# block 1

### Routing congestion map, block 1

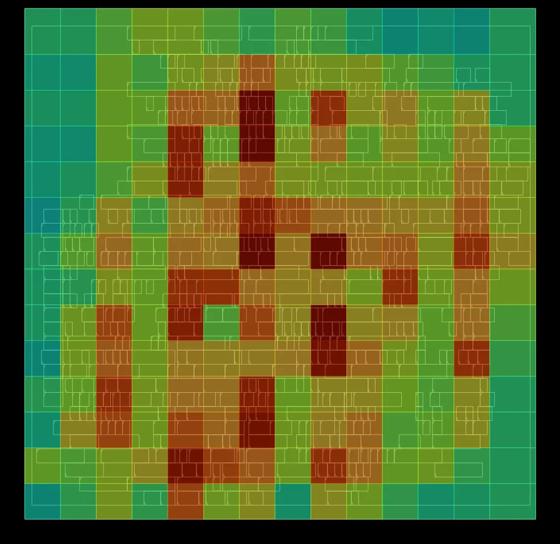

<file path="config.mk">
export PLATFORM = sky130hd
export DESIGN_NAME = score_display_ctrl
export DESIGN_NICKNAME = d
export VERILOG_FILES = /design/src/rtl/score_display_ctrl.sv
export SDC_FILE = /design/constraint.sdc
export NUM_CORES = 1
export LEC_CHECK = 0
export ABC_AREA = 1
export CAP_MARGIN = 20
export CORE_UTILIZATION = 44
export CTS_BUF_LIST = sky130_fd_sc_hd__clkbuf_8
export CTS_CLUSTER_DIAMETER = 40
export DETAILED_ROUTE_END_ITERATION = 6
export PLACE_DENSITY = 0.7
export SETUP_SLACK_MARGIN = 0.5
export SKIP_LAST_GASP = 1
export SLEW_MARGIN = 10
export SYNTH_ARGS = -nofsm -noshare
export SYNTH_HDL_FRONTEND = slang
export SYNTH_HIERARCHICAL = 1
export SYNTH_SLANG_ARGS = --single-unit
</file>
<file path="constraint.sdc">
create_clock -name clk -period 1.89 [get_ports clk]
set_input_delay 0.189 -clock clk [delete_from_list [all_inputs] [get_ports clk]]
set_output_delay 0.189 -clock clk [all_outputs]
set_load 0.03 [all_outputs]
</file>
<file path="src/rtl/score_display_ctrl.sv">
// Score display controller: latches a binary score, converts it to BCD with a
// sequential shift-add-3, and time-multiplexes the digits onto one decoder.

module score_display_bcd_adj (
  input  logic [3:0] din,
  output logic [3:0] dout
);
  assign dout = (din >= 4'd5) ? din + 4'd3 : din;
endmodule

module score_display_ctrl #(
  parameter int NUM_DIGITS = 4,
  parameter int SCORE_W    = 14,
  parameter int SCAN_DIV   = 50000
) (
  input  logic                  clk,
  input  logic                  reset,
  input  logic [SCORE_W-1:0]    score_in,
  input  logic                  score_load,
  output logic                  busy,
  output logic                  overflow,
  output logic [3:0]            digit_num,
  output logic [NUM_DIGITS-1:0] digit_en
);
  localparam int BW = 4 * NUM_DIGITS;
  localparam int RW = BW + SCORE_W;
  localparam int IW = (NUM_DIGITS > 1) ? $clog2(NUM_DIGITS) : 1;
  localparam int PW = (SCAN_DIV > 2) ? $clog2(SCAN_DIV) : 1;
  localparam int CW = $clog2(SCORE_W + 1);

  function automatic logic [63:0] pow10(input int n);
    logic [63:0] r = 64'd1;
    for (int i = 0; i < n; i++) r = r * 64'd10;
    return r;
  endfunction

  localparam logic [63:0] MAXV = pow10(NUM_DIGITS) - 64'd1;

  typedef enum logic [1:0] {IDLE, CONVERT, COMMIT} state_t;

  state_t              state_q, state_d;
  logic [RW-1:0]       sr;
  logic [CW-1:0]       cnt;
  logic [BW-1:0]       shown;
  logic [BW-1:0]       bcd_adj;
  logic [IW-1:0]       idx;
  logic [PW-1:0]       presc;
  logic                ovf_q;
  logic                over_max;
  logic [SCORE_W-1:0]  sat_score;
  logic [NUM_DIGITS-1:0] lz;

  assign over_max  = 64'(score_in) > MAXV;
  assign sat_score = over_max ? MAXV[SCORE_W-1:0] : score_in;

  // One +3 adjuster per BCD digit, all applied before the shift
  for (genvar g = 0; g < NUM_DIGITS; g++) begin : g_adj
    score_display_bcd_adj u_adj (
      .din  (sr[SCORE_W + 4*g +: 4]),
      .dout (bcd_adj[4*g +: 4])
    );
  end

  always_ff @(posedge clk or posedge reset) begin
    if (reset) state_q <= IDLE;
    else       state_q <= state_d;
  end

  always_comb begin
    state_d = state_q;
    busy    = 1'b0;
    case (state_q)
      IDLE:    if (score_load) state_d = CONVERT;
      CONVERT: begin
        busy = 1'b1;
        if (cnt == CW'(SCORE_W - 1)) state_d = COMMIT;
      end
      COMMIT:  begin
        busy    = 1'b1;
        state_d = IDLE;
      end
      default: state_d = IDLE;
    endcase
  end

  always_ff @(posedge clk or posedge reset) begin
    if (reset) begin
      sr    <= '0;
      cnt   <= '0;
      shown <= '0;
      ovf_q <= 1'b0;
    end else begin
      case (state_q)
        IDLE: if (score_load) begin
          sr    <= {{BW{1'b0}}, sat_score};
          cnt   <= '0;
          ovf_q <= over_max;
        end
        CONVERT: begin
          sr  <= {bcd_adj[BW-2:0], sr[SCORE_W-1:0], 1'b0};
          cnt <= cnt + 1'b1;
        end
        COMMIT: shown <= sr[RW-1 -: BW];
        default: ;
      endcase
    end
  end

  // Free-running digit scan, unaffected by conversions
  always_ff @(posedge clk or posedge reset) begin
    if (reset) begin
      presc <= '0;
      idx   <= '0;
    end else if (presc == PW'(SCAN_DIV - 1)) begin
      presc <= '0;
      idx   <= (idx == IW'(NUM_DIGITS - 1)) ? '0 : idx + 1'b1;
    end else begin
      presc <= presc + 1'b1;
    end
  end

  // lz[g]: digit g and every higher digit are zero
  assign lz[NUM_DIGITS-1] = (shown[BW-1 -: 4] == 4'd0);
  for (genvar g = 0; g < NUM_DIGITS - 1; g++) begin : g_lz
    assign lz[g] = lz[g+1] && (shown[4*g +: 4] == 4'd0);
  end

  assign overflow  = ovf_q;
  assign digit_num = shown[4*idx +: 4];
  assign digit_en  = (idx != '0 && lz[idx]) ? '1
                                            : ~(NUM_DIGITS'(1) << idx);

endmodule
</file>
# block 2

$ cat src/rtl/ram_burst_arbiter.sv
// Round-robin burst arbiter sharing one single-port data RAM between NUM_REQ requesters.
// Whole bursts are granted; word-stepped addresses are generated here and reads return one cycle later.

module ram_burst_arb_lane #(
  parameter int DATA_W = 32
) (
  input  logic              gnt,
  input  logic              wr_burst,
  input  logic              wvalid,
  input  logic [DATA_W-1:0] wdata,
  output logic              wready,
  output logic              beat,
  output logic [DATA_W-1:0] wdata_sel
);
  assign wready    = gnt & wr_burst;
  assign beat      = wready & wvalid;
  // Zeroed when not owner so the top can OR all lanes onto the RAM bus.
  assign wdata_sel = wready ? wdata : '0;
endmodule

module ram_burst_arbiter #(
  parameter int NUM_REQ   = 2,
  parameter int ADDR_W    = 32,
  parameter int DATA_W    = 32,
  parameter int MAX_BURST = 16,
  parameter int LEN_W     = $clog2(MAX_BURST)
) (
  input  logic                      clk,
  input  logic                      rstn,
  input  logic [NUM_REQ-1:0]        cmd_valid_i,
  input  logic [NUM_REQ-1:0]        cmd_we_i,
  input  logic [NUM_REQ*ADDR_W-1:0] cmd_addr_i,
  input  logic [NUM_REQ*LEN_W-1:0]  cmd_len_i,
  output logic [NUM_REQ-1:0]        cmd_ready_o,
  input  logic [NUM_REQ-1:0]        wvalid_i,
  input  logic [NUM_REQ*DATA_W-1:0] wdata_i,
  output logic [NUM_REQ-1:0]        wready_o,
  output logic [NUM_REQ-1:0]        rvalid_o,
  output logic [DATA_W-1:0]         rdata_o,
  output logic [NUM_REQ-1:0]        grant_o,
  output logic                      busy_o,
  output logic                      ram_req_o,
  output logic [ADDR_W-1:0]         ram_addr_o,
  output logic                      ram_we_o,
  output logic [DATA_W-1:0]         ram_wdata_o,
  input  logic [DATA_W-1:0]         ram_rdata_i
);
  localparam int IDX_W = (NUM_REQ > 1) ? $clog2(NUM_REQ) : 1;

  typedef enum logic {IDLE, BURST} state_t;

  typedef struct packed {
    logic              we;
    logic [ADDR_W-1:0] addr;
    logic [LEN_W-1:0]  len;
  } burst_t;

  logic [NUM_REQ-1:0][ADDR_W-1:0] cmd_addr;
  logic [NUM_REQ-1:0][LEN_W-1:0]  cmd_len;
  logic [NUM_REQ-1:0][DATA_W-1:0] wdata;
  logic [NUM_REQ-1:0][DATA_W-1:0] lane_wdata;
  logic [NUM_REQ-1:0]             lane_beat;
  logic [NUM_REQ-1:0]             gnt_oh;

  state_t            state, state_nxt;
  burst_t            burst;
  logic [LEN_W-1:0]  cnt;
  logic [IDX_W-1:0]  gnt_q, rr_ptr, win;
  logic              any_valid, busy, rd_issue, beat_acc, last_beat;
  logic [NUM_REQ-1:0] rvalid_q;
  logic [DATA_W-1:0] rdata_q;

  assign cmd_addr  = cmd_addr_i;
  assign cmd_len   = cmd_len_i;
  assign wdata     = wdata_i;
  assign any_valid = |cmd_valid_i;
  assign busy      = (state == BURST);
  assign rd_issue  = busy & ~burst.we;
  assign beat_acc  = busy & (burst.we ? |lane_beat : 1'b1);
  assign last_beat = beat_acc & (cnt == burst.len);

  // First valid requester after rr_ptr, wrapping modulo NUM_REQ.
  always_comb begin
    int               idx;
    logic [IDX_W-1:0] cand;
    logic             found;
    win   = rr_ptr;
    found = 1'b0;
    idx   = 0;
    cand  = '0;
    for (int i = 1; i <= NUM_REQ; i++) begin
      idx = int'(rr_ptr) + i;
      if (idx >= NUM_REQ) idx = idx - NUM_REQ;
      cand = IDX_W'(idx);
      if (!found && cmd_valid_i[cand]) begin
        found = 1'b1;
        win   = cand;
      end
    end
  end

  always_comb begin
    gnt_oh = '0;
    if (busy) gnt_oh[gnt_q] = 1'b1;
  end

  for (genvar g = 0; g < NUM_REQ; g++) begin : g_lane
    ram_burst_arb_lane #(.DATA_W(DATA_W)) u_lane (
      .gnt       (gnt_oh[g]),
      .wr_burst  (burst.we),
      .wvalid    (wvalid_i[g]),
      .wdata     (wdata[g]),
      .wready    (wready_o[g]),
      .beat      (lane_beat[g]),
      .wdata_sel (lane_wdata[g])
    );
  end

  always_ff @(posedge clk) begin
    if (!rstn) state <= IDLE;
    else       state <= state_nxt;
  end

  always_comb begin
    state_nxt = state;
    case (state)
      IDLE:    if (any_valid) state_nxt = BURST;
      BURST:   if (last_beat) state_nxt = IDLE;
      default: state_nxt = IDLE;
    endcase
  end

  always_comb begin
    cmd_ready_o = '0;
    grant_o     = gnt_oh;
    busy_o      = busy;
    ram_req_o   = rd_issue;
    ram_addr_o  = busy ? burst.addr : '0;
    ram_we_o    = |lane_beat;
    ram_wdata_o = '0;
    if (state == IDLE && any_valid) cmd_ready_o[win] = 1'b1;
    for (int i = 0; i < NUM_REQ; i++) ram_wdata_o = ram_wdata_o | lane_wdata[i];
  end

  always_ff @(posedge clk) begin
    if (!rstn) begin
      burst    <= '0;
      cnt      <= '0;
      gnt_q    <= '0;
      rr_ptr   <= IDX_W'(NUM_REQ - 1);
      rvalid_q <= '0;
      rdata_q  <= '0;
    end else begin
      if (state == IDLE && any_valid) begin
        burst.we   <= cmd_we_i[win];
        burst.addr <= cmd_addr[win] & ~ADDR_W'(3);
        burst.len  <= cmd_len[win];
        gnt_q      <= win;
        rr_ptr     <= win;
        cnt        <= '0;
      end else if (beat_acc) begin
        burst.addr <= burst.addr + ADDR_W'(4);
        cnt        <= cnt + 1'b1;
      end
      // rdata_q keeps its last value between responses.
      rvalid_q <= rd_issue ? gnt_oh : '0;
      if (rd_issue) rdata_q <= ram_rdata_i;
    end
  end

  assign rvalid_o = rvalid_q;
  assign rdata_o  = rdata_q;
endmodule

$ cat config.mk
export PLATFORM = sky130hd
export DESIGN_NAME = ram_burst_arbiter
export DESIGN_NICKNAME = d
export VERILOG_FILES = /design/src/rtl/ram_burst_arbiter.sv
export SDC_FILE = /design/constraint.sdc
export NUM_CORES = 1
export LEC_CHECK = 0
export ABC_CLOCK_PERIOD_IN_PS = 2050
export CORE_ASPECT_RATIO = 1.25
export CORE_MARGIN = 2
export CORE_UTILIZATION = 39
export CTS_BUF_LIST = sky130_fd_sc_hd__clkbuf_2 sky130_fd_sc_hd__clkbuf_4 sky130_fd_sc_hd__clkbuf_8
export DETAILED_ROUTE_END_ITERATION = 16
export HOLD_SLACK_MARGIN = 0.15
export PLACE_DENSITY = 0.85
export SYNTH_ARGS = -nofsm -noshare
export SYNTH_HDL_FRONTEND = slang
export SYNTH_SLANG_ARGS = --single-unit
export TNS_END_PERCENT = 100
$ cat constraint.sdc
create_clock -name clk -period 2.05 [get_ports clk]
set_input_delay 0.5125 -clock clk [delete_from_list [all_inputs] [get_ports clk]]
set_output_delay 0.5125 -clock clk [all_outputs]
set_load 0.02 [all_outputs]
# block 3

==> src/rtl/register_bank_pkg.sv <==
// register_bank_pkg
// Shared definitions for the register bank arbiter and its helpers:
//   - FSM state encoding (ST_ARB, ST_XFER)
//   - default register index / data widths
//   - regs_for(): number of registers addressed by a given index width
package register_bank_pkg;

  localparam int ADDR_WIDTH_DEFAULT = 3;
  localparam int DATA_WIDTH_DEFAULT = 8;

  typedef enum logic {
    ST_ARB  = 1'b0,
    ST_XFER = 1'b1
  } state_t;

  function automatic int regs_for(input int addr_width);
    return 1 << addr_width;
  endfunction

endpackage

==> src/rtl/round_robin_pick.sv <==
// round_robin_pick
// Combinational round-robin selector. The search starts at index ptr and
// wraps, so the requester at ptr has the highest priority and ptr-1 the lowest.
// Ports:
//   req           in  NUM_REQ    request vector
//   ptr           in  IDX_WIDTH  highest-priority index
//   winner_onehot out NUM_REQ    one-hot selected requester (zero if none)
//   winner_index  out IDX_WIDTH  binary index of the selected requester
//   any           out 1          at least one request present
module round_robin_pick #(
  parameter int NUM_REQ   = 4,
  parameter int IDX_WIDTH = $clog2(NUM_REQ)
) (
  input  logic [NUM_REQ-1:0]   req,
  input  logic [IDX_WIDTH-1:0] ptr,
  output logic [NUM_REQ-1:0]   winner_onehot,
  output logic [IDX_WIDTH-1:0] winner_index,
  output logic                 any
);

  always_comb begin
    logic [IDX_WIDTH-1:0] idx;
    idx           = '0;
    winner_onehot = '0;
    winner_index  = '0;
    any           = 1'b0;
    for (int i = 0; i < NUM_REQ; i++) begin
      idx = IDX_WIDTH'((int'(ptr) + i) % NUM_REQ);
      if (!any && req[idx]) begin
        any                = 1'b1;
        winner_onehot[idx] = 1'b1;
        winner_index       = idx;
      end
    end
  end

endmodule

==> src/rtl/register_bank_arbiter.sv <==
// register_bank_arbiter
// Serializes single read/write transactions from NUM_REQ requesters onto one
// shared bank of REGS registers, round-robin.
//
// Handshake: a requester raises req (level) with wr/addr/wdata valid. The
// cycle after it is sampled in ARB, grant shows the owner for exactly one
// XFER cycle; operands are latched at that point, so req may drop and the
// operands may change freely. The following cycle ack pulses once for the
// owner (with rdata valid for reads). A req still high during ack is a new
// request ranked lowest, since ptr has moved past that requester.
//
// Ports:
//   clock, nreset      clock, asynchronous active-low reset
//   req/wr/addr/wdata  per-requester transaction (addr/wdata flattened)
//   grant              one-hot owner during XFER, zero otherwise
//   ack                one-cycle completion pulse
//   rdata              read result, held between reads
//   busy               high in XFER
//   bank_write_enable  one-hot register write enable (flop-decoded)
//   bank_data_in       shared write data to the bank
//   bank_data_out      flattened bank contents
//   fsm_state          current FSM state, for observation
module register_bank_arbiter
  import register_bank_pkg::*;
#(
  parameter int NUM_REQ    = 4,
  parameter int ADDR_WIDTH = ADDR_WIDTH_DEFAULT,
  parameter int DATA_WIDTH = DATA_WIDTH_DEFAULT,
  localparam int REGS      = regs_for(ADDR_WIDTH),
  localparam int IW        = $clog2(NUM_REQ)
) (
  input  logic                       clock,
  input  logic                       nreset,
  input  logic [NUM_REQ-1:0]         req,
  input  logic [NUM_REQ-1:0]         wr,
  input  logic [NUM_REQ*ADDR_WIDTH-1:0] addr,
  input  logic [NUM_REQ*DATA_WIDTH-1:0] wdata,
  output logic [NUM_REQ-1:0]         grant,
  output logic [NUM_REQ-1:0]         ack,
  output logic [DATA_WIDTH-1:0]      rdata,
  output logic                       busy,
  output logic [REGS-1:0]            bank_write_enable,
  output logic [DATA_WIDTH-1:0]      bank_data_in,
  input  logic [REGS*DATA_WIDTH-1:0] bank_data_out,
  output state_t                     fsm_state
);

  state_t                state_q, state_d;
  logic [IW-1:0]         ptr_q, win_q;
  logic [NUM_REQ-1:0]    win_oh_q, ack_q;
  logic                  wr_q;
  logic [ADDR_WIDTH-1:0] addr_q;
  logic [DATA_WIDTH-1:0] wdata_q, rdata_q;

  logic [NUM_REQ-1:0]    pick_oh;
  logic [IW-1:0]         pick_idx;
  logic                  pick_any;

  logic [ADDR_WIDTH-1:0] addr_arr  [NUM_REQ];
  logic [DATA_WIDTH-1:0] wdata_arr [NUM_REQ];
  logic [DATA_WIDTH-1:0] bank_arr  [REGS];

  for (genvar g = 0; g < NUM_REQ; g++) begin : g_req_slices
    assign addr_arr[g]  = addr[g*ADDR_WIDTH +: ADDR_WIDTH];
    assign wdata_arr[g] = wdata[g*DATA_WIDTH +: DATA_WIDTH];
  end

  for (genvar g = 0; g < REGS; g++) begin : g_bank_slices
    assign bank_arr[g] = bank_data_out[g*DATA_WIDTH +: DATA_WIDTH];
  end

  round_robin_pick #(
    .NUM_REQ   (NUM_REQ),
    .IDX_WIDTH (IW)
  ) u_pick (
    .req           (req),
    .ptr           (ptr_q),
    .winner_onehot (pick_oh),
    .winner_index  (pick_idx),
    .any           (pick_any)
  );

  // State register
  always_ff @(posedge clock or negedge nreset) begin
    if (!nreset) state_q <= ST_ARB;
    else         state_q <= state_d;
  end

  // Next-state logic: XFER always lasts exactly one cycle
  always_comb begin
    state_d = state_q;
    case (state_q)
      ST_ARB:  if (pick_any) state_d = ST_XFER;
      ST_XFER: state_d = ST_ARB;
      default: state_d = ST_ARB;
    endcase
  end

  // Datapath: operand latch in ARB, completion bookkeeping when leaving XFER.
  // A reset mid-XFER clears ack_q before it can be set, so the dropped
  // transaction produces neither a write nor an ack.
  always_ff @(posedge clock or negedge nreset) begin
    if (!nreset) begin
      ptr_q    <= '0;
      win_q    <= '0;
      win_oh_q <= '0;
      ack_q    <= '0;
      wr_q     <= 1'b0;
      addr_q   <= '0;
      wdata_q  <= '0;
      rdata_q  <= '0;
    end else begin
      ack_q <= '0;
      if (state_q == ST_ARB && pick_any) begin
        win_q    <= pick_idx;
        win_oh_q <= pick_oh;
        wr_q     <= wr[pick_idx];
        addr_q   <= addr_arr[pick_idx];
        wdata_q  <= wdata_arr[pick_idx];
      end
      if (state_q == ST_XFER) begin
        ack_q <= win_oh_q;
        ptr_q <= (win_q == IW'(NUM_REQ - 1)) ? '0 : win_q + 1'b1;
        if (!wr_q) rdata_q <= bank_arr[addr_q];
      end
    end
  end

  // Outputs decoded only from flops so the bank sees glitch-free enables
  always_comb begin
    grant             = '0;
    busy              = 1'b0;
    bank_write_enable = '0;
    if (state_q == ST_XFER) begin
      grant = win_oh_q;
      busy  = 1'b1;
      if (wr_q) bank_write_enable[addr_q] = 1'b1;
    end
  end

  assign ack          = ack_q;
  assign rdata        = rdata_q;
  assign bank_data_in = wdata_q;
  assign fsm_state    = state_q;

endmodule

==> config.mk <==
export PLATFORM = sky130hd
export DESIGN_NAME = register_bank_arbiter
export DESIGN_NICKNAME = d
export VERILOG_FILES = /design/src/rtl/register_bank_pkg.sv /design/src/rtl/round_robin_pick.sv /design/src/rtl/register_bank_arbiter.sv
export SDC_FILE = /design/constraint.sdc
export NUM_CORES = 1
export LEC_CHECK = 0
export ABC_AREA = 1
export CAP_MARGIN = 20
export CORE_ASPECT_RATIO = 0.8
export CORE_MARGIN = 3
export CORE_UTILIZATION = 43
export DETAILED_ROUTE_END_ITERATION = 16
export HOLD_SLACK_MARGIN = 0.03
export PLACE_DENSITY = 0.87
export RECOVER_POWER = 100
export SETUP_SLACK_MARGIN = 0.02
export SYNTH_ARGS = -nofsm -noshare
export SYNTH_HDL_FRONTEND = slang
export SYNTH_HIERARCHICAL = 1
export SYNTH_SLANG_ARGS = --single-unit
export TNS_END_PERCENT = 5
==> constraint.sdc <==
create_clock -name clock -period 6 [get_ports clock]
set_input_delay 0.9 -clock clock [delete_from_list [all_inputs] [get_ports clock]]
set_output_delay 0.9 -clock clock [all_outputs]
set_load 0.05 [all_outputs]
### Metal 1, block 2

Scale bar: 20 um. Supply wires on this layer in grey.
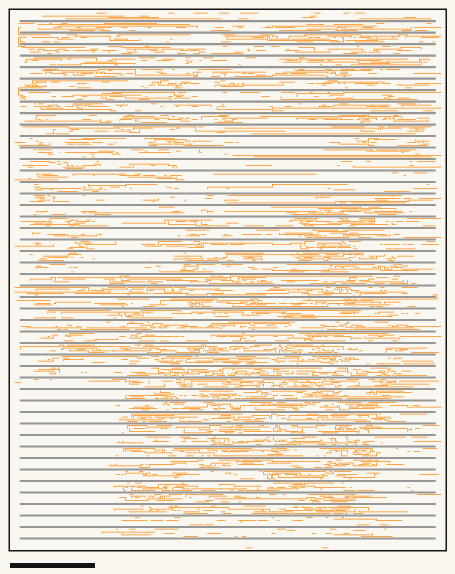
share of all routed wire	39%
wire length on this layer	7,830 um
nets with wire on the layer	961
longest straight run	49.2 um
Vias: 6,037
GR Util met1: 37.4%
DRT Wirelength: 20.0 mm

### Met3 routing, block 2

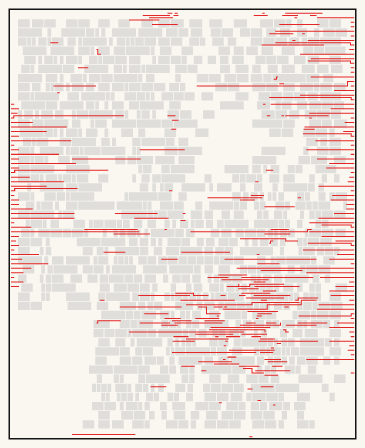
nets with wire on the layer	211
share of all routed wire	10%
longest straight run	44.9 um
main direction	horizontal
wire length on this layer	2,070 um
GR met3 Demand/Resource: 7.47%

==> flow_summary.ini, block 2 <==
; yosys + openroad results
[outcome]
run_status = finished with violations
violations = setup timing

[floorplan]
die_w_um = 103
chipHeight_um = 128

[sta]
hold_viol = 0
finalCritPeriodShare_pct = 102
worst_slack_ns = -0.0326
slew_headroom_pct = 60.6
finalSetupViolations = 12

[setup_path]
start_kind = register
crit_required_ns = 1.54
critPathBufInv = 3
r2r_end = burst[35]$_SDFFE_PN0P_

[flow_run]
cap_viol_max_count = 0

[route]
met2_length_mm = 9.27
wl_per_cell_um = 18.4

[clocking]
cts_buffers = 9

[finish]
regArea_mm2 = 0.00153
fin_cells = 1088

[power]
switching_share_pct = 34.8
p_seq_mw = 1.75

[synth]
adder_share_pct = 0.524
synth_cells = 619

[hold_path]
hold_end = rdata_o[31]$_SDFFE_PN0P_
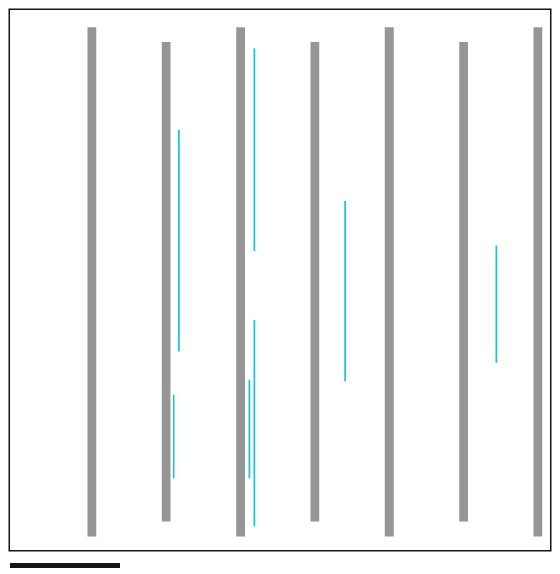
*Signal wires on met4, block 1*
Scale bar: 20 um. Supply wires on this layer in grey.
longest straight run	40.1 um
nets with wire on the layer	6

### Met3 routing, block 1

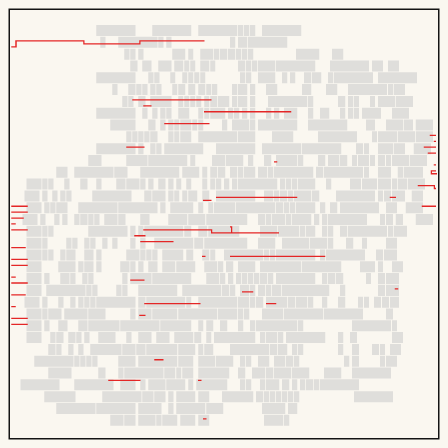
share of all routed wire	2.9%
main direction	horizontal
longest straight run	21.6 um

Notes on 'Routing congestion map' of block 1 above:
overall global routing resource usage: 19.7%
Routed WL per cell: 12.9 um

==> flow_summary.ini, block 1 <==
; yosys + openroad results
[outcome]
run_status = finished, final reports clean

[finish]
layout_top_cell = nand2_1
largest_class = multi-input combinational cells
layout.nonclk_buf_share_pct = 14.0

[sta]
finalSetupViolations = 0
tightestPinTransition_ns = 0.472

[floorplan]
io_pins = 27
fp_util_pct = 46.2
dieArea_mm2 = 0.00972

[setup_path]
path_class = register to primary output
cp.arrival_ns = 1.46
max_stage_delay_ns = 0.39

[clocking]
cts_tree = built
htree_levels = 3
clock_latency_ns = 0.34
cts_sinks = 71

[power]
pwr.group.clock_mw = 1.21
switching_share_pct = 39.7

[flow_run]
cap_viol_max_count = 0

[placement]
place_congestion = 0.821

[hold_path]
hold_class = input port to asynchronous set/reset pin

[grt]
grt_pass1_vias = 3414
### Met3 routing, block 3

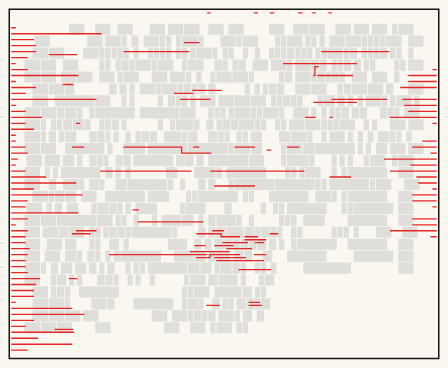
share of all routed wire	8.8%
wire length on this layer	790 um
main direction	horizontal
longest straight run	22.1 um
nets with wire on the layer	116

### Signal wires on met2, block 3

Scale bar: 20 um.
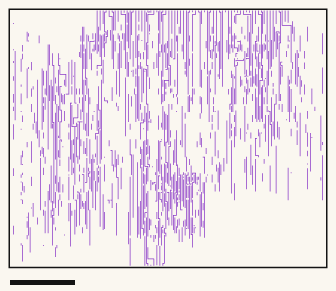
nets with wire on the layer	560
longest straight run	32.3 um
Vias: 3,432
grt met2 use: 37.3%

==> flow_summary.ini, block 3 <==
; yosys + openroad results
[clocking]
cts_setup_buffers = 0
clock_latency_ns = 0.28
cts_buffer_depth = 2

[outcome]
violations = capacitance limit, slew limit
run_status = finished with violations

[setup_path]
r2r_start = ptr_q[0]$_DFFE_PN0P_
cp_num_cells = 13
crit_chain = inv_1 -> ha_1 -> inv_1 -> nand2_1 -> nand2_2 -> nor2_1 -> nand4_1 -> nand3_1 -> inv_1 -> o21ai_0 -> nand2_1 -> nand2_1 -> o21ai_0
r2r_setup_slack_ns = 1.98
path_class = register to register

[synth]
yosysMostFrequentCell = nand2_1
avgSynthCellArea_um2 = 6.23

[grt]
grtUsageMet3_pct = 6.41
gr-total-overflow = 0

[power]
combPwrFrac_pct = 73.2
p_sw_mw = 1.34
totalPowerFinal_mw = 2.38
power_leakage_nw = 2.24
switching_share_pct = 56.4
pwr-share-clk_pct = 9.0

[route]
routed_wirelength_mm = 9.00
met2_length_mm = 4.19

[finish]
fillers = 542
clock_buffers = 7
final_util_pct = 69.2
layout.nonclk_buf_share_pct = 34.0

[hold_path]
whs_path_depth = 2

[sta]
fin_worst_skew_ns = 0.0107
maxSlewViolCount = 34

[flow_run]
cap_viol_max_count = 1

Power is estimated from default activity; no workload was simulated.
